######## design 1 ########
**Design 1: signal wires on met2**

The bar under the picture is 20 µm long.
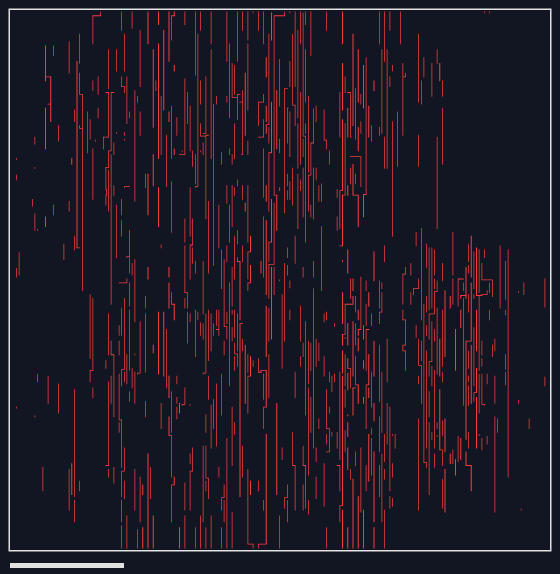

$ cat config.mk
export PLATFORM = sky130hd
export DESIGN_NAME = sflash_seq
export DESIGN_NICKNAME = d
export VERILOG_FILES = /design/src/rtl/sflash_seq.sv
export SDC_FILE = /design/constraint.sdc
export NUM_CORES = 1
export LEC_CHECK = 0
export ABC_CLOCK_PERIOD_IN_PS = 3800
export CAP_MARGIN = 5
export CORE_MARGIN = 2
export CORE_UTILIZATION = 40
export CTS_CLUSTER_DIAMETER = 30
export CTS_CLUSTER_SIZE = 16
export DETAILED_ROUTE_END_ITERATION = 8
export MAX_ROUTING_LAYER = met4
export PLACE_DENSITY_LB_ADDON = 0.25
export SLEW_MARGIN = 10
export SYNTH_ARGS = -nofsm -noshare
export SYNTH_HDL_FRONTEND = slang
export SYNTH_SLANG_ARGS = --single-unit
$ cat constraint.sdc
create_clock -name clk -period 3.8 [get_ports clk]
set_input_delay 0.95 -clock clk [delete_from_list [all_inputs] [get_ports clk]]
set_output_delay 0.95 -clock clk [all_outputs]
set_load 0.02 [all_outputs]
$ cat src/rtl/sflash_seq.sv
// sflash_seq: read-transaction sequencer feeding a byte-level SPI flash engine.
// Builds the fast-read (1-1-1) or quad I/O read (1-4-4) command byte by byte.
// It returns the read bytes on a valid/ready stream. CS# framing is carried by
// f_format (000 = CS# high), with a minimum CS# high interval between transactions.
//
// state  | meaning
// IDLE   | waiting for a request; CS# high
// ISSUE  | present next byte, strobe f_wr once the engine is ready
// SKIP   | first cycle after f_wr, engine ready is still stale
// WAIT   | waiting for the engine to finish the byte in flight
// CSHI   | CS# high interval before returning to IDLE
module sflash_seq #(
    parameter int unsigned CSH_CYCLES = 4,
    parameter logic [7:0]  SDR_CMD    = 8'h0B,
    parameter logic [7:0]  QUAD_CMD   = 8'hEB
) (
    input  logic        clk,
    input  logic        arstn,
    input  logic        req,
    input  logic        quad,
    input  logic [23:0] addr,
    input  logic [15:0] len,
    input  logic        abort,
    output logic        busy,
    output logic [7:0]  rd_data,
    output logic        rd_valid,
    input  logic        rd_ready,
    output logic        done,
    output logic        f_wr,
    output logic [7:0]  f_din,
    output logic [2:0]  f_format,
    input  logic        f_ready,
    input  logic [7:0]  f_dout
);

    typedef enum logic [2:0] {
        S_IDLE,
        S_ISSUE,
        S_SKIP,
        S_WAIT,
        S_CSHI
    } state_t;

    localparam logic [3:0] CSH_LOAD = 4'(CSH_CYCLES - 1);

    state_t      state_q, state_d;
    logic        quad_q, quad_d;
    logic [23:0] addr_q, addr_d;
    logic [15:0] rem_q, rem_d;
    logic [2:0]  idx_q, idx_d;
    logic [3:0]  csh_q, csh_d;
    logic        abort_q, abort_d;
    logic [7:0]  rd_data_q, rd_data_d;
    logic        rd_valid_q, rd_valid_d;
    logic        done_q, done_d;

    logic        is_data;
    logic        abort_pend;
    logic        can_issue;
    logic        accept;
    logic        in_txn;

    // Header is 5 bytes for fast read, 7 for quad I/O read; idx parks at the
    // header length while data bytes are being fetched.
    assign is_data    = (idx_q == (quad_q ? 3'd7 : 3'd5));
    assign abort_pend = abort_q | abort;
    // A data byte may only start once the previous one has been consumed.
    assign can_issue  = f_ready && !(is_data && rd_valid_q);
    // A req arriving in the done cycle is dropped so CS# high time stays honoured.
    assign accept     = (state_q == S_IDLE) && req && (len != 16'd0) && !done_q;
    assign in_txn     = (state_q == S_ISSUE) || (state_q == S_SKIP) || (state_q == S_WAIT);

    // State register.
    always_ff @(posedge clk or negedge arstn) begin
        if (!arstn) state_q <= S_IDLE;
        else        state_q <= state_d;
    end

    // Next-state logic.
    always_comb begin
        state_d = state_q;
        case (state_q)
            S_IDLE:  if (accept) state_d = S_ISSUE;
            S_ISSUE: begin
                if (abort_pend)     state_d = S_CSHI;
                else if (can_issue) state_d = S_SKIP;
            end
            S_SKIP:  state_d = S_WAIT;
            S_WAIT: begin
                if (f_ready) begin
                    if (abort_pend || (is_data && rem_q == 16'd1)) state_d = S_CSHI;
                    else                                           state_d = S_ISSUE;
                end
            end
            S_CSHI:  if (csh_q == 4'd0) state_d = S_IDLE;
            default: state_d = S_IDLE;
        endcase
    end

    // FSM outputs: byte strobe, byte/format selection, busy.
    always_comb begin
        busy     = (state_q != S_IDLE);
        f_wr     = (state_q == S_ISSUE) && !abort_pend && can_issue;
        f_din    = 8'h00;
        f_format = 3'b000;
        if (in_txn) begin
            if (is_data) begin
                f_din    = 8'hFF;
                f_format = quad_q ? 3'b111 : 3'b011;
            end else begin
                case (idx_q)
                    3'd0: begin f_din = quad_q ? QUAD_CMD : SDR_CMD; f_format = 3'b010; end
                    3'd1: begin f_din = addr_q[23:16]; f_format = quad_q ? 3'b110 : 3'b010; end
                    3'd2: begin f_din = addr_q[15:8];  f_format = quad_q ? 3'b110 : 3'b010; end
                    3'd3: begin f_din = addr_q[7:0];   f_format = quad_q ? 3'b110 : 3'b010; end
                    3'd4: begin f_din = 8'h00;         f_format = quad_q ? 3'b110 : 3'b010; end
                    default: begin f_din = 8'hFF;      f_format = 3'b111; end
                endcase
            end
        end
    end

    // Datapath next values: request latch, byte counters, read stream, CS# timer.
    always_comb begin
        quad_d     = quad_q;
        addr_d     = addr_q;
        rem_d      = rem_q;
        idx_d      = idx_q;
        csh_d      = csh_q;
        abort_d    = abort_q;
        rd_data_d  = rd_data_q;
        rd_valid_d = rd_valid_q;
        done_d     = (state_q == S_CSHI) && (csh_q == 4'd0);

        if (rd_valid_q && rd_ready) rd_valid_d = 1'b0;
        if (in_txn && abort) abort_d = 1'b0 | 1'b1;

        case (state_q)
            S_IDLE: begin
                if (accept) begin
                    quad_d  = quad;
                    addr_d  = addr;
                    rem_d   = len;
                    idx_d   = 3'd0;
                    abort_d = 1'b0;
                end
            end
            S_WAIT: begin
                if (f_ready) begin
                    if (is_data) begin
                        rd_data_d  = f_dout;
                        rd_valid_d = 1'b1;
                        rem_d      = rem_q - 16'd1;
                    end else begin
                        idx_d = idx_q + 3'd1;
                    end
                end
            end
            S_CSHI: begin
                abort_d = 1'b0;
                if (csh_q != 4'd0) csh_d = csh_q - 4'd1;
            end
            default: ;
        endcase

        if (state_d == S_CSHI && state_q != S_CSHI) csh_d = CSH_LOAD;
    end

    // Datapath registers.
    always_ff @(posedge clk or negedge arstn) begin
        if (!arstn) begin
            quad_q     <= 1'b0;
            addr_q     <= 24'h0;
            rem_q      <= 16'h0;
            idx_q      <= 3'd0;
            csh_q      <= 4'd0;
            abort_q    <= 1'b0;
            rd_data_q  <= 8'h00;
            rd_valid_q <= 1'b0;
            done_q     <= 1'b0;
        end else begin
            quad_q     <= quad_d;
            addr_q     <= addr_d;
            rem_q      <= rem_d;
            idx_q      <= idx_d;
            csh_q      <= csh_d;
            abort_q    <= abort_d;
            rd_data_q  <= rd_data_d;
            rd_valid_q <= rd_valid_d;
            done_q     <= done_d;
        end
    end

    assign rd_data  = rd_data_q;
    assign rd_valid = rd_valid_q;
    assign done     = done_q;

endmodule

######## design 2 ########
File: config.mk
export PLATFORM = sky130hd
export DESIGN_NAME = rob_multi_flat
export DESIGN_NICKNAME = d
export VERILOG_FILES = /design/src/rtl/rob_multi_if.sv /design/src/rtl/rob_multi.sv /design/src/flat_wrapper.sv
export SDC_FILE = /design/constraint.sdc
export NUM_CORES = 2
export LEC_CHECK = 0
export ABC_CLOCK_PERIOD_IN_PS = 8500
export CORE_MARGIN = 3
export CORE_UTILIZATION = 60
export DETAILED_ROUTE_END_ITERATION = 12
export PLACE_DENSITY_LB_ADDON = 0.15
export SLEW_MARGIN = 15
export SYNTH_ARGS = -nofsm -noshare
export SYNTH_HDL_FRONTEND = slang
export SYNTH_SLANG_ARGS = --single-unit
File: constraint.sdc
create_clock -name clk_in -period 8.5 [get_ports clk_in]
set_input_delay 1.7 -clock clk_in [delete_from_list [all_inputs] [get_ports clk_in]]
set_output_delay 1.7 -clock clk_in [all_outputs]
set_load 0.05 [all_outputs]
File: src/rtl/rob_multi_if.sv
// Issue, completion, operand lookup, flush and retirement signals of the
// reorder buffer; the buffer itself takes the slave side.
interface rob_multi_if #(
  parameter int unsigned IDX_W    = 4,
  parameter int unsigned COMMIT_W = 2,
  parameter int unsigned DATA_W   = 32,
  parameter int unsigned ADDR_W   = 32,
  parameter int unsigned REG_W    = 5,
  parameter int unsigned INSTR_W  = 6,
  parameter int unsigned LSB_W    = 3
);
  logic                         rdy_in;
  logic                         issue_en_in;
  logic [INSTR_W-1:0]           issue_instr_id_in;
  logic [REG_W-1:0]             issue_rd_in;
  logic [LSB_W-1:0]             issue_lsb_pos_in;
  logic [ADDR_W-1:0]            issue_pc_in;
  logic [IDX_W-1:0]             alloc_pos_out;
  logic                         full_out;
  logic                         empty_out;
  logic [IDX_W:0]               count_out;
  logic                         ex_wb_en_in;
  logic [IDX_W-1:0]             ex_wb_pos_in;
  logic [DATA_W-1:0]            ex_res_in;
  logic                         ex_jump_en_in;
  logic [ADDR_W-1:0]            ex_jump_a_in;
  logic                         ld_wb_en_in;
  logic [IDX_W-1:0]             ld_wb_pos_in;
  logic [DATA_W-1:0]            ld_res_in;
  logic                         st_done_en_in;
  logic [IDX_W-1:0]             st_done_pos_in;
  logic [IDX_W-1:0]             rs1_pos_in;
  logic [IDX_W-1:0]             rs2_pos_in;
  logic                         rs1_ready_out;
  logic                         rs2_ready_out;
  logic [DATA_W-1:0]            rs1_res_out;
  logic [DATA_W-1:0]            rs2_res_out;
  logic                         flush_all_in;
  logic                         flush_part_en_in;
  logic [IDX_W-1:0]             flush_part_pos_in;
  logic [COMMIT_W-1:0]          commit_en_out;
  logic [COMMIT_W*INSTR_W-1:0]  commit_instr_id_out;
  logic [COMMIT_W*REG_W-1:0]    commit_rd_out;
  logic [COMMIT_W*IDX_W-1:0]    commit_pos_out;
  logic [COMMIT_W*LSB_W-1:0]    commit_lsb_pos_out;
  logic [COMMIT_W*DATA_W-1:0]   commit_res_out;
  logic [COMMIT_W*ADDR_W-1:0]   commit_pc_out;
  logic [COMMIT_W-1:0]          commit_jump_en_out;
  logic [COMMIT_W*ADDR_W-1:0]   commit_jump_a_out;

  modport master (
    output rdy_in, issue_en_in, issue_instr_id_in, issue_rd_in, issue_lsb_pos_in, issue_pc_in,
    output ex_wb_en_in, ex_wb_pos_in, ex_res_in, ex_jump_en_in, ex_jump_a_in,
    output ld_wb_en_in, ld_wb_pos_in, ld_res_in, st_done_en_in, st_done_pos_in,
    output rs1_pos_in, rs2_pos_in, flush_all_in, flush_part_en_in, flush_part_pos_in,
    input  alloc_pos_out, full_out, empty_out, count_out,
    input  rs1_ready_out, rs2_ready_out, rs1_res_out, rs2_res_out,
    input  commit_en_out, commit_instr_id_out, commit_rd_out, commit_pos_out, commit_lsb_pos_out,
    input  commit_res_out, commit_pc_out, commit_jump_en_out, commit_jump_a_out
  );

  modport slave (
    input  rdy_in, issue_en_in, issue_instr_id_in, issue_rd_in, issue_lsb_pos_in, issue_pc_in,
    input  ex_wb_en_in, ex_wb_pos_in, ex_res_in, ex_jump_en_in, ex_jump_a_in,
    input  ld_wb_en_in, ld_wb_pos_in, ld_res_in, st_done_en_in, st_done_pos_in,
    input  rs1_pos_in, rs2_pos_in, flush_all_in, flush_part_en_in, flush_part_pos_in,
    output alloc_pos_out, full_out, empty_out, count_out,
    output rs1_ready_out, rs2_ready_out, rs1_res_out, rs2_res_out,
    output commit_en_out, commit_instr_id_out, commit_rd_out, commit_pos_out, commit_lsb_pos_out,
    output commit_res_out, commit_pc_out, commit_jump_en_out, commit_jump_a_out
  );
endinterface

File: src/rtl/rob_multi.sv
// Reorder buffer: in-order allocation, three completion sources, up to
// COMMIT_W in-order retirements per cycle, operand bypass and partial flush.
module rob_multi #(
  parameter int unsigned DEPTH    = 16,
  parameter int unsigned IDX_W    = 4,
  parameter int unsigned COMMIT_W = 2,
  parameter int unsigned DATA_W   = 32,
  parameter int unsigned ADDR_W   = 32,
  parameter int unsigned REG_W    = 5,
  parameter int unsigned INSTR_W  = 6,
  parameter int unsigned LSB_W    = 3
) (
  input logic        clk_in,
  input logic        rst_n_in,
  rob_multi_if.slave rob
);
  localparam int unsigned PTR_W = IDX_W + 1;

  logic [PTR_W-1:0]   head, tail, head_nxt, tail_nxt, count, n_cmt;
  logic [DEPTH-1:0]   valid, done, jump_en;
  logic [DEPTH-1:0]   valid_nxt, done_nxt, jump_en_nxt;
  logic [INSTR_W-1:0] instr_id_q [DEPTH];
  logic [REG_W-1:0]   rd_q       [DEPTH];
  logic [LSB_W-1:0]   lsb_q      [DEPTH];
  logic [ADDR_W-1:0]  pc_q       [DEPTH];
  logic [DATA_W-1:0]  res_q      [DEPTH];
  logic [ADDR_W-1:0]  jump_a_q   [DEPTH];

  logic               full, empty;
  logic [IDX_W-1:0]   head_idx, tail_idx, fp_off;
  logic               ex_ok, ld_ok, st_ok, fp_ok, issue_ok, commit_go;
  logic [COMMIT_W-1:0] cmt;
  logic [IDX_W-1:0]   slot_idx [COMMIT_W];
  logic [IDX_W-1:0]   lk_pos [2];
  logic               lk_rdy [2];
  logic [DATA_W-1:0]  lk_res [2];

  assign head_idx = head[IDX_W-1:0];
  assign tail_idx = tail[IDX_W-1:0];
  assign count    = tail - head;
  assign full     = (count == PTR_W'(DEPTH));
  assign empty    = (count == '0);

  assign rob.alloc_pos_out = tail_idx;
  assign rob.full_out      = full;
  assign rob.empty_out     = empty;
  assign rob.count_out     = count;

  // Qualified events; a load and an ALU result to the same slot keep the load.
  always_comb begin
    ld_ok     = rob.ld_wb_en_in && valid[rob.ld_wb_pos_in];
    ex_ok     = rob.ex_wb_en_in && valid[rob.ex_wb_pos_in] &&
                !(rob.ld_wb_en_in && (rob.ld_wb_pos_in == rob.ex_wb_pos_in));
    st_ok     = rob.st_done_en_in && valid[rob.st_done_pos_in];
    fp_ok     = !rob.flush_all_in && rob.flush_part_en_in && valid[rob.flush_part_pos_in];
    issue_ok  = rob.issue_en_in && !full && !fp_ok && !rob.flush_all_in;
    commit_go = rob.rdy_in && !rob.flush_all_in && !fp_ok;
    fp_off    = rob.flush_part_pos_in - head_idx;
  end

  // Retire a run of done entries from head; a redirect closes the group.
  always_comb begin
    cmt   = '0;
    n_cmt = '0;
    for (int k = 0; k < COMMIT_W; k++) begin
      slot_idx[k] = head_idx + IDX_W'(k);
    end
    cmt[0] = commit_go && valid[slot_idx[0]] && done[slot_idx[0]];
    for (int k = 1; k < COMMIT_W; k++) begin
      cmt[k] = cmt[k-1] && valid[slot_idx[k]] && done[slot_idx[k]] && !jump_en[slot_idx[k-1]];
    end
    for (int k = 0; k < COMMIT_W; k++) begin
      n_cmt = n_cmt + PTR_W'(cmt[k]);
    end
  end

  always_comb begin
    logic [IDX_W-1:0] off_i;
    valid_nxt   = valid;
    done_nxt    = done;
    jump_en_nxt = jump_en;
    head_nxt    = head + n_cmt;
    tail_nxt    = tail;
    off_i       = '0;
    if (ex_ok) begin
      done_nxt[rob.ex_wb_pos_in]    = 1'b1;
      jump_en_nxt[rob.ex_wb_pos_in] = rob.ex_jump_en_in;
    end
    if (ld_ok) done_nxt[rob.ld_wb_pos_in] = 1'b1;
    if (st_ok) done_nxt[rob.st_done_pos_in] = 1'b1;
    for (int k = 0; k < COMMIT_W; k++) begin
      if (cmt[k]) valid_nxt[slot_idx[k]] = 1'b0;
    end
    // Age is the distance from head; everything older than the survivor stays.
    if (fp_ok) begin
      for (int i = 0; i < DEPTH; i++) begin
        off_i = IDX_W'(i) - head_idx;
        if (off_i > fp_off) valid_nxt[i] = 1'b0;
      end
      tail_nxt = head + PTR_W'(fp_off) + PTR_W'(1);
    end
    if (issue_ok) begin
      valid_nxt[tail_idx]   = 1'b1;
      done_nxt[tail_idx]    = 1'b0;
      jump_en_nxt[tail_idx] = 1'b0;
      tail_nxt              = tail + PTR_W'(1);
    end
    if (rob.flush_all_in) begin
      valid_nxt   = '0;
      done_nxt    = '0;
      jump_en_nxt = '0;
      head_nxt    = '0;
      tail_nxt    = '0;
    end
  end

  always_ff @(posedge clk_in or negedge rst_n_in) begin
    if (!rst_n_in) begin
      head                    <= '0;
      tail                    <= '0;
      valid                   <= '0;
      done                    <= '0;
      jump_en                 <= '0;
      rob.commit_en_out       <= '0;
      rob.commit_instr_id_out <= '0;
      rob.commit_rd_out       <= '0;
      rob.commit_pos_out      <= '0;
      rob.commit_lsb_pos_out  <= '0;
      rob.commit_res_out      <= '0;
      rob.commit_pc_out       <= '0;
      rob.commit_jump_en_out  <= '0;
      rob.commit_jump_a_out   <= '0;
    end else begin
      rob.commit_en_out <= cmt;
      if (rob.rdy_in) begin
        head    <= head_nxt;
        tail    <= tail_nxt;
        valid   <= valid_nxt;
        done    <= done_nxt;
        jump_en <= jump_en_nxt;
        for (int k = 0; k < COMMIT_W; k++) begin
          rob.commit_instr_id_out[k*INSTR_W +: INSTR_W] <= instr_id_q[slot_idx[k]];
          rob.commit_rd_out[k*REG_W +: REG_W]           <= rd_q[slot_idx[k]];
          rob.commit_pos_out[k*IDX_W +: IDX_W]          <= slot_idx[k];
          rob.commit_lsb_pos_out[k*LSB_W +: LSB_W]      <= lsb_q[slot_idx[k]];
          rob.commit_res_out[k*DATA_W +: DATA_W]        <= res_q[slot_idx[k]];
          rob.commit_pc_out[k*ADDR_W +: ADDR_W]         <= pc_q[slot_idx[k]];
          rob.commit_jump_en_out[k]                     <= jump_en[slot_idx[k]];
          rob.commit_jump_a_out[k*ADDR_W +: ADDR_W]     <= jump_a_q[slot_idx[k]];
        end
      end
    end
  end

  // Payload storage needs no reset: validity is tracked separately.
  always_ff @(posedge clk_in) begin
    if (rob.rdy_in) begin
      if (issue_ok) begin
        instr_id_q[tail_idx] <= rob.issue_instr_id_in;
        rd_q[tail_idx]       <= rob.issue_rd_in;
        lsb_q[tail_idx]      <= rob.issue_lsb_pos_in;
        pc_q[tail_idx]       <= rob.issue_pc_in;
      end
      if (ex_ok) begin
        res_q[rob.ex_wb_pos_in]    <= rob.ex_res_in;
        jump_a_q[rob.ex_wb_pos_in] <= rob.ex_jump_a_in;
      end
      if (ld_ok) res_q[rob.ld_wb_pos_in] <= rob.ld_res_in;
    end
  end

  // Operand lookup with same-cycle bypass of ALU and load results.
  always_comb begin
    logic lk_ex, lk_ld;
    lk_pos[0] = rob.rs1_pos_in;
    lk_pos[1] = rob.rs2_pos_in;
    lk_ex     = 1'b0;
    lk_ld     = 1'b0;
    for (int p = 0; p < 2; p++) begin
      lk_ex     = rob.ex_wb_en_in && (rob.ex_wb_pos_in == lk_pos[p]);
      lk_ld     = rob.ld_wb_en_in && (rob.ld_wb_pos_in == lk_pos[p]);
      lk_rdy[p] = valid[lk_pos[p]] && (done[lk_pos[p]] || lk_ex || lk_ld);
      lk_res[p] = lk_ld ? rob.ld_res_in : (lk_ex ? rob.ex_res_in : res_q[lk_pos[p]]);
    end
  end

  assign rob.rs1_ready_out = lk_rdy[0];
  assign rob.rs2_ready_out = lk_rdy[1];
  assign rob.rs1_res_out   = lk_res[0];
  assign rob.rs2_res_out   = lk_res[1];
endmodule

File: src/flat_wrapper.sv
// flat-port wrapper written by rule: the top's interface ports become plain ports
module rob_multi_flat 
#(
  parameter int unsigned DEPTH    = 16,
  parameter int unsigned IDX_W    = 4,
  parameter int unsigned COMMIT_W = 2,
  parameter int unsigned DATA_W   = 32,
  parameter int unsigned ADDR_W   = 32,
  parameter int unsigned REG_W    = 5,
  parameter int unsigned INSTR_W  = 6,
  parameter int unsigned LSB_W    = 3
)
  (clk_in, rst_n_in, rob_rdy_in, rob_issue_en_in, rob_issue_instr_id_in, rob_issue_rd_in, rob_issue_lsb_pos_in, rob_issue_pc_in, rob_ex_wb_en_in, rob_ex_wb_pos_in, rob_ex_res_in, rob_ex_jump_en_in, rob_ex_jump_a_in, rob_ld_wb_en_in, rob_ld_wb_pos_in, rob_ld_res_in, rob_st_done_en_in, rob_st_done_pos_in, rob_rs1_pos_in, rob_rs2_pos_in, rob_flush_all_in, rob_flush_part_en_in, rob_flush_part_pos_in, rob_alloc_pos_out, rob_full_out, rob_empty_out, rob_count_out, rob_rs1_ready_out, rob_rs2_ready_out, rob_rs1_res_out, rob_rs2_res_out, rob_commit_en_out, rob_commit_instr_id_out, rob_commit_rd_out, rob_commit_pos_out, rob_commit_lsb_pos_out, rob_commit_res_out, rob_commit_pc_out, rob_commit_jump_en_out, rob_commit_jump_a_out);
  rob_multi_if #(.IDX_W(IDX_W), .COMMIT_W(COMMIT_W), .DATA_W(DATA_W), .ADDR_W(ADDR_W), .REG_W(REG_W), .INSTR_W(INSTR_W), .LSB_W(LSB_W)) rob_i ();
  input logic clk_in;
  input logic rst_n_in;
  input wire logic [$bits(rob_i.rdy_in)-1:0] rob_rdy_in;
  input wire logic [$bits(rob_i.issue_en_in)-1:0] rob_issue_en_in;
  input wire logic [$bits(rob_i.issue_instr_id_in)-1:0] rob_issue_instr_id_in;
  input wire logic [$bits(rob_i.issue_rd_in)-1:0] rob_issue_rd_in;
  input wire logic [$bits(rob_i.issue_lsb_pos_in)-1:0] rob_issue_lsb_pos_in;
  input wire logic [$bits(rob_i.issue_pc_in)-1:0] rob_issue_pc_in;
  input wire logic [$bits(rob_i.ex_wb_en_in)-1:0] rob_ex_wb_en_in;
  input wire logic [$bits(rob_i.ex_wb_pos_in)-1:0] rob_ex_wb_pos_in;
  input wire logic [$bits(rob_i.ex_res_in)-1:0] rob_ex_res_in;
  input wire logic [$bits(rob_i.ex_jump_en_in)-1:0] rob_ex_jump_en_in;
  input wire logic [$bits(rob_i.ex_jump_a_in)-1:0] rob_ex_jump_a_in;
  input wire logic [$bits(rob_i.ld_wb_en_in)-1:0] rob_ld_wb_en_in;
  input wire logic [$bits(rob_i.ld_wb_pos_in)-1:0] rob_ld_wb_pos_in;
  input wire logic [$bits(rob_i.ld_res_in)-1:0] rob_ld_res_in;
  input wire logic [$bits(rob_i.st_done_en_in)-1:0] rob_st_done_en_in;
  input wire logic [$bits(rob_i.st_done_pos_in)-1:0] rob_st_done_pos_in;
  input wire logic [$bits(rob_i.rs1_pos_in)-1:0] rob_rs1_pos_in;
  input wire logic [$bits(rob_i.rs2_pos_in)-1:0] rob_rs2_pos_in;
  input wire logic [$bits(rob_i.flush_all_in)-1:0] rob_flush_all_in;
  input wire logic [$bits(rob_i.flush_part_en_in)-1:0] rob_flush_part_en_in;
  input wire logic [$bits(rob_i.flush_part_pos_in)-1:0] rob_flush_part_pos_in;
  output wire logic [$bits(rob_i.alloc_pos_out)-1:0] rob_alloc_pos_out;
  output wire logic [$bits(rob_i.full_out)-1:0] rob_full_out;
  output wire logic [$bits(rob_i.empty_out)-1:0] rob_empty_out;
  output wire logic [$bits(rob_i.count_out)-1:0] rob_count_out;
  output wire logic [$bits(rob_i.rs1_ready_out)-1:0] rob_rs1_ready_out;
  output wire logic [$bits(rob_i.rs2_ready_out)-1:0] rob_rs2_ready_out;
  output wire logic [$bits(rob_i.rs1_res_out)-1:0] rob_rs1_res_out;
  output wire logic [$bits(rob_i.rs2_res_out)-1:0] rob_rs2_res_out;
  output wire logic [$bits(rob_i.commit_en_out)-1:0] rob_commit_en_out;
  output wire logic [$bits(rob_i.commit_instr_id_out)-1:0] rob_commit_instr_id_out;
  output wire logic [$bits(rob_i.commit_rd_out)-1:0] rob_commit_rd_out;
  output wire logic [$bits(rob_i.commit_pos_out)-1:0] rob_commit_pos_out;
  output wire logic [$bits(rob_i.commit_lsb_pos_out)-1:0] rob_commit_lsb_pos_out;
  output wire logic [$bits(rob_i.commit_res_out)-1:0] rob_commit_res_out;
  output wire logic [$bits(rob_i.commit_pc_out)-1:0] rob_commit_pc_out;
  output wire logic [$bits(rob_i.commit_jump_en_out)-1:0] rob_commit_jump_en_out;
  output wire logic [$bits(rob_i.commit_jump_a_out)-1:0] rob_commit_jump_a_out;
  assign rob_i.rdy_in = rob_rdy_in;
  assign rob_i.issue_en_in = rob_issue_en_in;
  assign rob_i.issue_instr_id_in = rob_issue_instr_id_in;
  assign rob_i.issue_rd_in = rob_issue_rd_in;
  assign rob_i.issue_lsb_pos_in = rob_issue_lsb_pos_in;
  assign rob_i.issue_pc_in = rob_issue_pc_in;
  assign rob_i.ex_wb_en_in = rob_ex_wb_en_in;
  assign rob_i.ex_wb_pos_in = rob_ex_wb_pos_in;
  assign rob_i.ex_res_in = rob_ex_res_in;
  assign rob_i.ex_jump_en_in = rob_ex_jump_en_in;
  assign rob_i.ex_jump_a_in = rob_ex_jump_a_in;
  assign rob_i.ld_wb_en_in = rob_ld_wb_en_in;
  assign rob_i.ld_wb_pos_in = rob_ld_wb_pos_in;
  assign rob_i.ld_res_in = rob_ld_res_in;
  assign rob_i.st_done_en_in = rob_st_done_en_in;
  assign rob_i.st_done_pos_in = rob_st_done_pos_in;
  assign rob_i.rs1_pos_in = rob_rs1_pos_in;
  assign rob_i.rs2_pos_in = rob_rs2_pos_in;
  assign rob_i.flush_all_in = rob_flush_all_in;
  assign rob_i.flush_part_en_in = rob_flush_part_en_in;
  assign rob_i.flush_part_pos_in = rob_flush_part_pos_in;
  assign rob_alloc_pos_out = rob_i.alloc_pos_out;
  assign rob_full_out = rob_i.full_out;
  assign rob_empty_out = rob_i.empty_out;
  assign rob_count_out = rob_i.count_out;
  assign rob_rs1_ready_out = rob_i.rs1_ready_out;
  assign rob_rs2_ready_out = rob_i.rs2_ready_out;
  assign rob_rs1_res_out = rob_i.rs1_res_out;
  assign rob_rs2_res_out = rob_i.rs2_res_out;
  assign rob_commit_en_out = rob_i.commit_en_out;
  assign rob_commit_instr_id_out = rob_i.commit_instr_id_out;
  assign rob_commit_rd_out = rob_i.commit_rd_out;
  assign rob_commit_pos_out = rob_i.commit_pos_out;
  assign rob_commit_lsb_pos_out = rob_i.commit_lsb_pos_out;
  assign rob_commit_res_out = rob_i.commit_res_out;
  assign rob_commit_pc_out = rob_i.commit_pc_out;
  assign rob_commit_jump_en_out = rob_i.commit_jump_en_out;
  assign rob_commit_jump_a_out = rob_i.commit_jump_a_out;
  rob_multi #(.DEPTH(DEPTH), .IDX_W(IDX_W), .COMMIT_W(COMMIT_W), .DATA_W(DATA_W), .ADDR_W(ADDR_W), .REG_W(REG_W), .INSTR_W(INSTR_W), .LSB_W(LSB_W)) u_core (.clk_in(clk_in), .rst_n_in(rst_n_in), .rob(rob_i));
endmodule
######## design 3 ########
==> config.mk <==
export PLATFORM = sky130hd
export DESIGN_NAME = vm_session_ctrl
export DESIGN_NICKNAME = d
export VERILOG_FILES = /design/src/rtl/vm_pkg.sv /design/src/rtl/vm_rr_arbiter.sv /design/src/rtl/vm_session_ctrl.sv
export SDC_FILE = /design/constraint.sdc
export NUM_CORES = 1
export LEC_CHECK = 0
export CORE_AREA = 2 2 95 97
export CTS_CLUSTER_DIAMETER = 80
export CTS_CLUSTER_SIZE = 25
export DETAILED_ROUTE_END_ITERATION = 8
export DIE_AREA = 0 0 97 99
export GPL_TIMING_DRIVEN = 0
export PLACE_DENSITY = 0.73
export RECOVER_POWER = 50
export SYNTH_ARGS = -nofsm -noshare
export SYNTH_HDL_FRONTEND = slang
export SYNTH_SLANG_ARGS = --single-unit
==> constraint.sdc <==
create_clock -name clk -period 2.5 [get_ports clk]
set_input_delay 0.25 -clock clk [delete_from_list [all_inputs] [get_ports clk]]
set_output_delay 0.25 -clock clk [all_outputs]
set_load 0.1 [all_outputs]
==> src/rtl/vm_pkg.sv <==
// Shared widths, default item count and FSM state type for the VM session controller.
package vm_pkg;
  localparam int COIN_W        = 6;
  localparam int PRICE_W       = 5;
  localparam int ITEM_W        = 3;
  localparam int NITEM_DEFAULT = 6;

  typedef enum logic [2:0] {IDLE, LOAD, ARB, SESS, WAIT} vm_state_t;
endpackage

==> src/rtl/vm_rr_arbiter.sv <==
// Round-robin pick of the first request at or after rr_ptr (wrapping); purely combinational.
// No state and no backpressure: the caller owns and advances rr_ptr.
module vm_rr_arbiter #(
  parameter int NREQ  = 4,
  parameter int PTR_W = $clog2(NREQ)
) (
  input  logic [NREQ-1:0]  req,
  input  logic [PTR_W-1:0] rr_ptr,
  output logic [NREQ-1:0]  gnt,
  output logic [PTR_W-1:0] gnt_idx,
  output logic             vld
);
  logic [PTR_W-1:0] cand;

  always_comb begin
    gnt     = '0;
    gnt_idx = '0;
    vld     = 1'b0;
    cand    = '0;
    for (int i = 0; i < NREQ; i++) begin
      cand = PTR_W'((int'(rr_ptr) + i) % NREQ);
      if (!vld && req[cand]) begin
        vld           = 1'b1;
        gnt_idx       = cand;
        gnt[cand]     = 1'b1;
      end
    end
  end
endmodule

==> src/rtl/vm_session_ctrl.sv <==
// Loads the VM price table, then round-robin shares the VM across NREQ ports; VM_SESS_TIMEOUT_EN adds idle timeouts.
// All outputs registered (1-cycle latency); no backpressure, a grant is held until the VM output sequence ends.
module vm_session_ctrl
  import vm_pkg::*;
#(
  parameter int NREQ    = 4,
  parameter int NITEM   = NITEM_DEFAULT,
  parameter int TIMEOUT = 255
) (
  input  logic                     clk,
  input  logic                     rst,
  input  logic                     cfg_start,
  input  logic [NITEM*PRICE_W-1:0] cfg_price,
  output logic                     cfg_done,
  input  logic [NREQ-1:0]          req,
  input  logic [NREQ-1:0]          req_coin_valid,
  input  logic [NREQ*COIN_W-1:0]   req_coin,
  input  logic [NREQ*ITEM_W-1:0]   req_buy_item,
  input  logic [NREQ-1:0]          req_rtn_coin,
  output logic [NREQ-1:0]          gnt,
  output logic [NREQ-1:0]          done,
  output logic                     timeout,
  output logic                     vm_item_valid,
  output logic [PRICE_W-1:0]       vm_item_price,
  output logic                     vm_coin_valid,
  output logic [COIN_W-1:0]        vm_coin,
  output logic [ITEM_W-1:0]        vm_buy_item,
  output logic                     vm_rtn_coin,
  input  logic                     vm_out_valid
);
  localparam int PTR_W = $clog2(NREQ);
  localparam int IDX_W = $clog2(NITEM);

  vm_state_t                state, state_d;
  logic [IDX_W-1:0]         idx, idx_d;
  logic [NITEM*PRICE_W-1:0] price_q, price_d;
  logic [PTR_W-1:0]         rr_ptr, rr_ptr_d, gidx, gidx_d;
  logic [NREQ-1:0]          gnt_d, done_d;
  logic                     cfg_done_d, timeout_d, seen_hi, seen_hi_d;
  logic                     vm_item_valid_d, vm_coin_valid_d, vm_rtn_coin_d;
  logic [PRICE_W-1:0]       vm_item_price_d;
  logic [COIN_W-1:0]        vm_coin_d;
  logic [ITEM_W-1:0]        vm_buy_item_d;

  logic [NREQ-1:0]  arb_gnt;
  logic [PTR_W-1:0] arb_idx;
  logic             arb_vld, cfg_take;
  logic             req_g, coin_vld_g, rtn_g;
  logic [COIN_W-1:0] coin_g;
  logic [ITEM_W-1:0] buy_g;

`ifdef VM_SESS_TIMEOUT_EN
  logic [7:0] tmo_cnt, tmo_cnt_d;
  logic       tmo_hit;
  assign tmo_hit = (tmo_cnt == 8'(TIMEOUT - 1));
`else
  logic tmo_unused;
  assign tmo_unused = ^8'(TIMEOUT);
`endif

  // Only the granted port's traffic is ever looked at.
  assign req_g      = req[gidx];
  assign coin_vld_g = req_coin_valid[gidx];
  assign coin_g     = req_coin[gidx*COIN_W +: COIN_W];
  assign buy_g      = req_buy_item[gidx*ITEM_W +: ITEM_W];
  assign rtn_g      = req_rtn_coin[gidx];
  assign cfg_take   = cfg_start && (state == IDLE || state == ARB);

  vm_rr_arbiter #(.NREQ(NREQ), .PTR_W(PTR_W)) u_arb (
    .req     (req),
    .rr_ptr  (rr_ptr),
    .gnt     (arb_gnt),
    .gnt_idx (arb_idx),
    .vld     (arb_vld)
  );

  always_comb begin
    state_d         = state;
    idx_d           = idx;
    price_d         = price_q;
    rr_ptr_d        = rr_ptr;
    gidx_d          = gidx;
    gnt_d           = gnt;
    cfg_done_d      = cfg_done;
    seen_hi_d       = seen_hi;
    done_d          = '0;
    timeout_d       = 1'b0;
    vm_item_valid_d = 1'b0;
    vm_item_price_d = '0;
    vm_coin_valid_d = 1'b0;
    vm_coin_d       = '0;
    vm_buy_item_d   = '0;
    vm_rtn_coin_d   = 1'b0;

    case (state)
      LOAD: begin
        vm_item_valid_d = 1'b1;
        vm_item_price_d = price_q[idx*PRICE_W +: PRICE_W];
        if (idx == IDX_W'(NITEM - 1)) state_d = ARB;
        else                          idx_d   = idx + 1'b1;
      end
      ARB: begin
        cfg_done_d = 1'b1;
        if (arb_vld && !cfg_start) begin
          gnt_d    = arb_gnt;
          gidx_d   = arb_idx;
          rr_ptr_d = (arb_idx == PTR_W'(NREQ - 1)) ? '0 : arb_idx + 1'b1;
          state_d  = SESS;
        end
      end
      SESS: begin
        vm_coin_valid_d = coin_vld_g;
        vm_coin_d       = coin_vld_g ? coin_g : '0;
        if (buy_g != '0) begin
          vm_buy_item_d = buy_g;
          state_d       = WAIT;
        end else if (rtn_g || !req_g) begin
          // Explicit return, or the consumer walked away: refund either way.
          vm_rtn_coin_d = 1'b1;
          state_d       = WAIT;
        end
`ifdef VM_SESS_TIMEOUT_EN
        else if (!coin_vld_g && tmo_hit) begin
          vm_rtn_coin_d = 1'b1;
          state_d       = WAIT;
        end
`endif
      end
      WAIT: begin
        if (vm_out_valid) begin
          seen_hi_d = 1'b1;
        end else if (seen_hi) begin
          done_d    = gnt;
          gnt_d     = '0;
          seen_hi_d = 1'b0;
          state_d   = ARB;
        end
`ifdef VM_SESS_TIMEOUT_EN
        else if (tmo_hit) begin
          timeout_d = 1'b1;
          gnt_d     = '0;
          state_d   = ARB;
        end
`endif
      end
      default: ;
    endcase

    if (cfg_take) begin
      price_d    = cfg_price;
      idx_d      = '0;
      cfg_done_d = 1'b0;
      state_d    = LOAD;
    end

`ifdef VM_SESS_TIMEOUT_EN
    tmo_cnt_d = tmo_cnt + 8'd1;
    if (state_d != state || !(state == SESS || state == WAIT) ||
        (state == SESS && coin_vld_g) || (state == WAIT && vm_out_valid))
      tmo_cnt_d = '0;
`endif
  end

  always_ff @(posedge clk or posedge rst) begin
    if (rst) begin
      state         <= IDLE;
      idx           <= '0;
      price_q       <= '0;
      rr_ptr        <= '0;
      gidx          <= '0;
      gnt           <= '0;
      cfg_done      <= 1'b0;
      seen_hi       <= 1'b0;
      done          <= '0;
      timeout       <= 1'b0;
      vm_item_valid <= 1'b0;
      vm_item_price <= '0;
      vm_coin_valid <= 1'b0;
      vm_coin       <= '0;
      vm_buy_item   <= '0;
      vm_rtn_coin   <= 1'b0;
`ifdef VM_SESS_TIMEOUT_EN
      tmo_cnt       <= '0;
`endif
    end else begin
      state         <= state_d;
      idx           <= idx_d;
      price_q       <= price_d;
      rr_ptr        <= rr_ptr_d;
      gidx          <= gidx_d;
      gnt           <= gnt_d;
      cfg_done      <= cfg_done_d;
      seen_hi       <= seen_hi_d;
      done          <= done_d;
      timeout       <= timeout_d;
      vm_item_valid <= vm_item_valid_d;
      vm_item_price <= vm_item_price_d;
      vm_coin_valid <= vm_coin_valid_d;
      vm_coin       <= vm_coin_d;
      vm_buy_item   <= vm_buy_item_d;
      vm_rtn_coin   <= vm_rtn_coin_d;
`ifdef VM_SESS_TIMEOUT_EN
      tmo_cnt       <= tmo_cnt_d;
`endif
    end
  end
endmodule

**Design 3: clock nets**

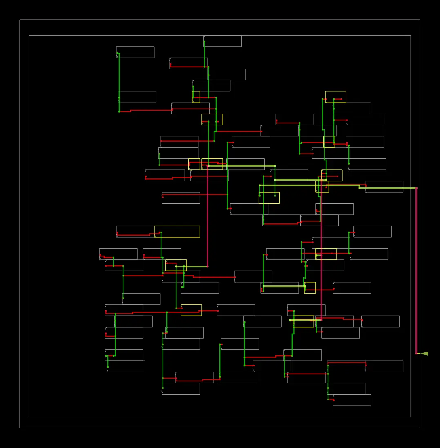
total clock sinks: 67
setup clock skew after layout: 0.0120 ns
clock distribution power: 885 µW

==> impl_metrics.json, design 3 <==
{
  "synth.cellmix.compoundShare_pct": 7.55,
  "cp_data_required_time_ns": 2.72,
  "seqAreaFraction_pct": 33.1,
  "synthSimpleGateAreaFrac_pct": 20.2,
  "cp_slowest_cell": "sky130_fd_sc_hd__mux4_2",
  "final-nonclk-buf-share_pct": 24.1,
  "outcome": "finished, final reports clean",
  "routed.top_layer": "met4",
  "largest_register_ffs": 30,
  "groute.layer.met1.usage_pct": 22.3,
  "final_period_util_pct": 93.3,
  "fin_util_pct": 59.3,
  "synth.top_cells.by_area": "sky130_fd_sc_hd__dfrtp_1, sky130_fd_sc_hd__nand2_1, sky130_fd_sc_hd__mux4_2",
  "met3RoutedLength_um": 479,
  "p_per_area_mw_per_mm2": 1100,
  "warning_count": 34,
  "drv_slew": 0,
  "setup_slack_of_the_worst_register_to_register_path_ns": 0.17,
  "die_width_um": 97,
  "synth.cellmix.adderShare_pct": 3.45
}
design 3: metrics by stage:
step | TNS (ns) | instances
final | 0 | 568
after global routing | 0 | 568
after CTS | 0 | 568
after detailed placement | -1.77 | 550
after global placement | -35.91 | 549
after floorplan | 0 | 336
design 3: critical path, delay by kind of cell (launching register included):
family,cells,cell delay [ns]
compound gates,3,0.59
buf+inv,3,0.52
mux,1,0.39
flops,1,0.38
fa+ha+maj,1,0.33
design 3: report_power, final:
group          total (mW)  internal, mW  switching [mW]
Clock               0.885         0.456           0.429
Sequential           1.71          1.47           0.240
Combinational        3.00          1.28            1.72
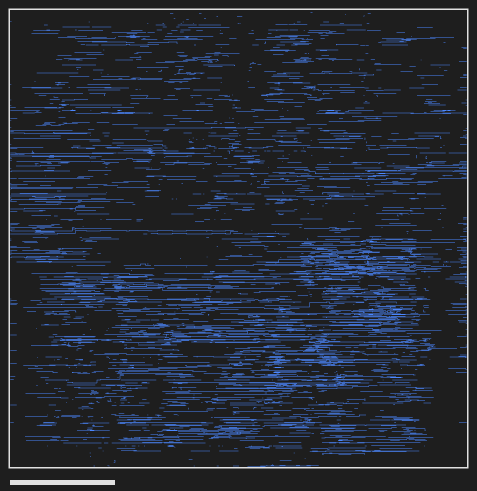
**Above:** design 2 (met3 routing).
The bar under the picture is 100 µm long.
longest straight run	171 µm
wire length on this layer	37.9 mm
met3 track utilization from global routing: 8.49%
WL final: 335 mm
routed vias: 66,900

==> impl_metrics.json, design 2 <==
{
  "final-nonclk-buf-share_pct": 5.08,
  "aggregate_negative_setup_slack_ns": 0,
  "seq_cells": 2050,
  "reg2reg_depth": 7,
  "synthArstFlopShare_pct": 14.1,
  "clkLatencyLatePin_ns": 0.87,
  "globalRouteMet2Util_pct": 54.5,
  "routedLengthMet1_mm": 120,
  "dp.cells": 8270,
  "hpwl_mm": 189,
  "groute.layer.met1.usage_pct": 49.4,
  "finalNetCount": 6353,
  "final_layout_top_logic_cell": "sky130_fd_sc_hd__edfxtp_1",
  "grt_antenna_before_repair": 29,
  "top_usage_layer": "met2",
  "hold_slack_ns": 0.492,
  "layout.cells.largest_class": "registers",
  "worstSetupEndpoint": "rob_rs1_res_out[20]",
  "whs_endpoint": "u_core.rob.commit_pc_out[20]$_DFFE_PN0P_",
  "internal-power_mw": 17.7,
  "p_per_area_mw_per_mm2": 188,
  "ios": 485,
  "cell_by_cell_listing_of_the_critical_path": "clkdlybuf4s50_1 -> xnor2_1 -> nand2_1 -> nor4_2 -> buf_4 -> nand2_1 -> o21ai_0 -> clkdlybuf4s50_1",
  "ctsHoldBuffers": 0,
  "outcome": "finished, final reports clean",
  "crit_path_class": "input pin to primary output",
  "floorplan.core_area_mm2": 0.182,
  "fin_util_pct": 68.5,
  "combinationalPowerShare_pct": 9.8,
  "design_power_total_mw": 23.4,
  "hp-class": "register to register",
  "detailedRoute.firstPassIterationCount": 6,
  "final.clkbuf_count": 273,
  "final_period_util_pct": 79.6,
  "seqAreaFraction_pct": 48.4,
  "setup_slack_of_the_worst_register_to_register_path_ns": 2.66,
  "seqCellArea_mm2": 0.0601,
  "cts_tree": "done",
  "min_delay_path_depth": 2,
  "cp_top_delay_family": "buffers and inverters",
  "grt_pass1_vias": 66600
}
[design 2: logic make-up after synthesis]
kind of cell,share of synthesized area [%]
XOR/XNOR,0.319
multiplexers,37.8
buffers and inverters,2.57
flip-flops,54.7
AND/OR/NAND/NOR,1.73
adder cells (fa/ha/maj),0.762
AND-OR/OR-AND,2.18
[design 2: worst min-delay path: stages, from the launching register on]
cell and delay, ns:
sky130_fd_sc_hd__dfrtp_1 0.34, sky130_fd_sc_hd__a21oi_1 0.06, sky130_fd_sc_hd__o21ai_0 0.06
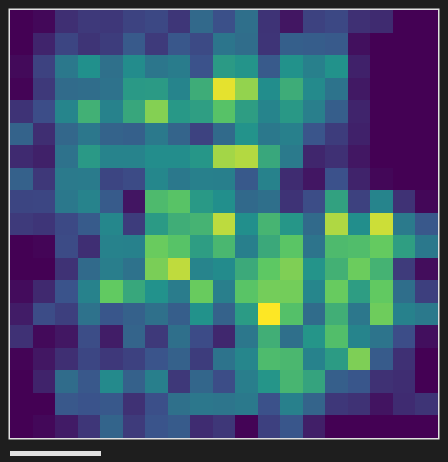
**Above:** design 1 (wire density map).
The bar under the picture is 20 µm long. The die is cut into 19 by 19 equal tiles; dark purple is low, yellow is high, scaled to the fullest tile. Values are wire area over tile area, all layers added.
densest ninth of the die	center
mean over tiles	0.14
fullest tile	0.41
WL final: 7.86 mm
global router's overall resource usage: 19.2%
post-DR wirelength/cell: 15.6 µm
routed vias: 2,769

About 'signal wires on met2' of design 1:
share of all routed wire	50%
wire length on this layer	3,920 µm
met2 GRT Util: 30.5%

==> impl_metrics.json, design 1 <==
{
  "area_share_clock_buf_inv_pct": 4.38,
  "cp-start-kind": "input pin",
  "worstSetupEndpoint": "f_wr",
  "power_top_consumer": "sequential cells",
  "hp-class": "register to register",
  "postSynthAreaPerCell_um2": 10.2,
  "grt_pass1_wl_mm": 12.9,
  "comb_share_pct": 36.5,
  "post_drt_via_cell_ratio": 5.50,
  "routedLengthMet1_mm": 3.56,
  "taps": 105,
  "clkLatencyLatePin_ns": 0.35,
  "seq_cells": 62,
  "min_period_ns": 3.58,
  "mappedNetlistArea_mm2": 0.00328,
  "outcome": "finished, final reports clean",
  "maximum_vdd_drop_mv": 0.302,
  "hold_slack_ns": 0.496,
  "synth.logic.top_family": "AND-OR/OR-AND gates",
  "cp_slowest_cell": "sky130_fd_sc_hd__clkdlybuf4s50_1",
  "portBuffers": 77,
  "grt_antenna_before_repair": 0,
  "routed_met2_length_mm": 3.92,
  "slew_headroom_pct": 28.5,
  "clock_skew_ns": 0.0101,
  "yosysChipArea_mm2": 0.00328,
  "synth.cellmix.adderShare_pct": 3.05,
  "worst_slew_pin_slew_ns": 1.07,
  "design_power_total_mw": 2.79,
  "critical_path_cell_count": 7,
  "drv_slew": 0,
  "switching_share_pct": 37.0,
  "ctsHoldBuffers": 0,
  "grt_pass1_vias": 2666,
  "final-setup-viol-count": 0,
  "mappedNetlistNets": 384,
  "number_of_cts_inserted_buffers": 9,
  "final_cell_area_mm2": 0.00431,
  "flip_flop_and_latch_count_after_synthesis": 62,
  "route.antenna.remaining_nets": 0,
  "initial_utilization_pct": 40.5,
  "powerClk_uw": 566,
  "crit_fanout": 3,
  "cts_num_sinks": 62
}
==> design 1: worst reg2reg max path, stage by stage (launching register included) <==
cell                      delay [ns]
sky130_fd_sc_hd__dfrtp_1        0.44
sky130_fd_sc_hd__nor2b_1        0.26
sky130_fd_sc_hd__nand2_1        0.66
sky130_fd_sc_hd__nor2_1         0.41
sky130_fd_sc_hd__o22ai_1        0.16
sky130_fd_sc_hd__a32o_1         0.26
==> design 1: sequential cells by signal, indices dropped and copies added, names as in the netlist <==
signal,flops
rd_valid,1
rem_q,16
done,1
abort_q,1
quad_q,1
state_q,3
csh_q,4
idx_q,3
addr_q,24
rd_data,8


==> layout pictures side by side <==
M1 wires.
Cells faint in the background.
image #1
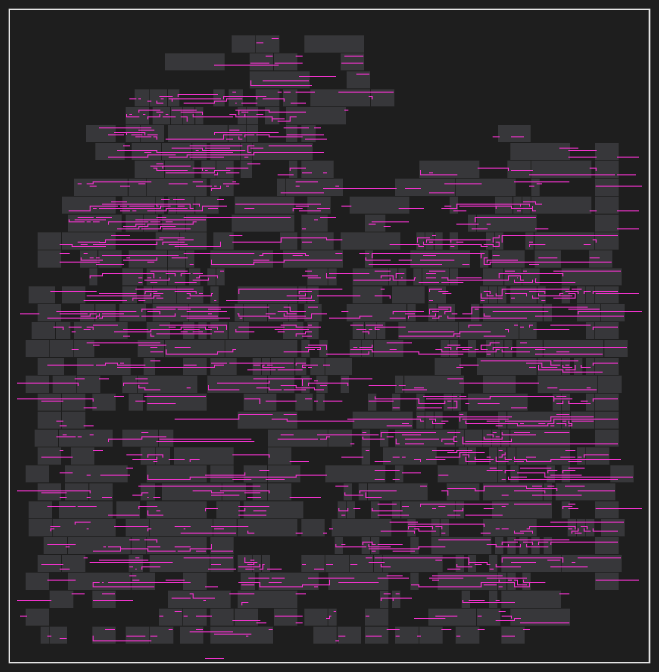
image #2
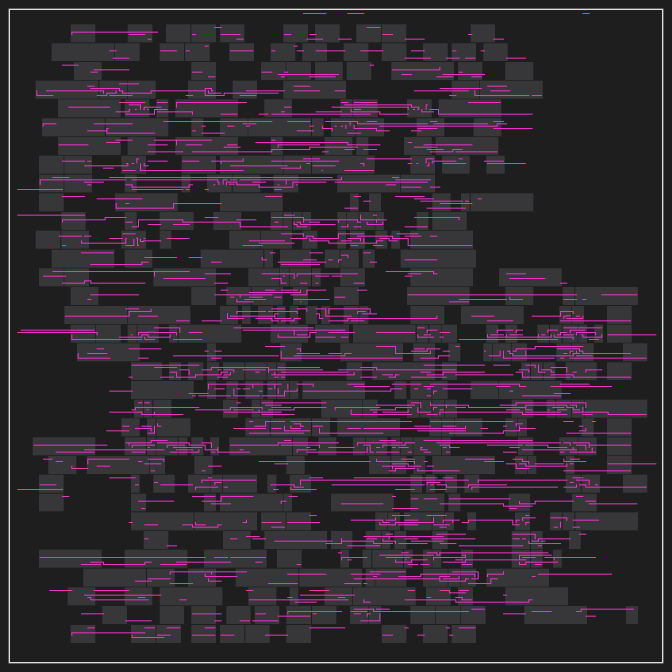
image #3
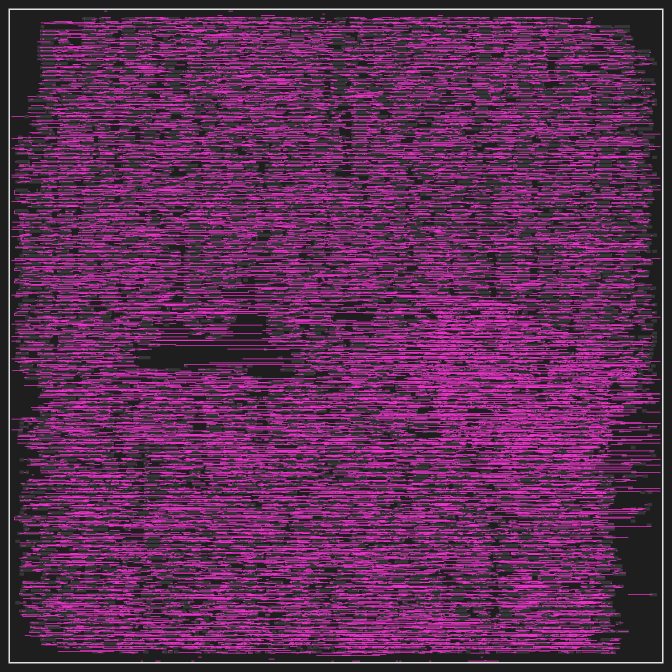
Image #3 comes from design 2.
Image #2 comes from design 1.
Image #1 comes from design 3.

Power is estimated from default activity; no workload was simulated.
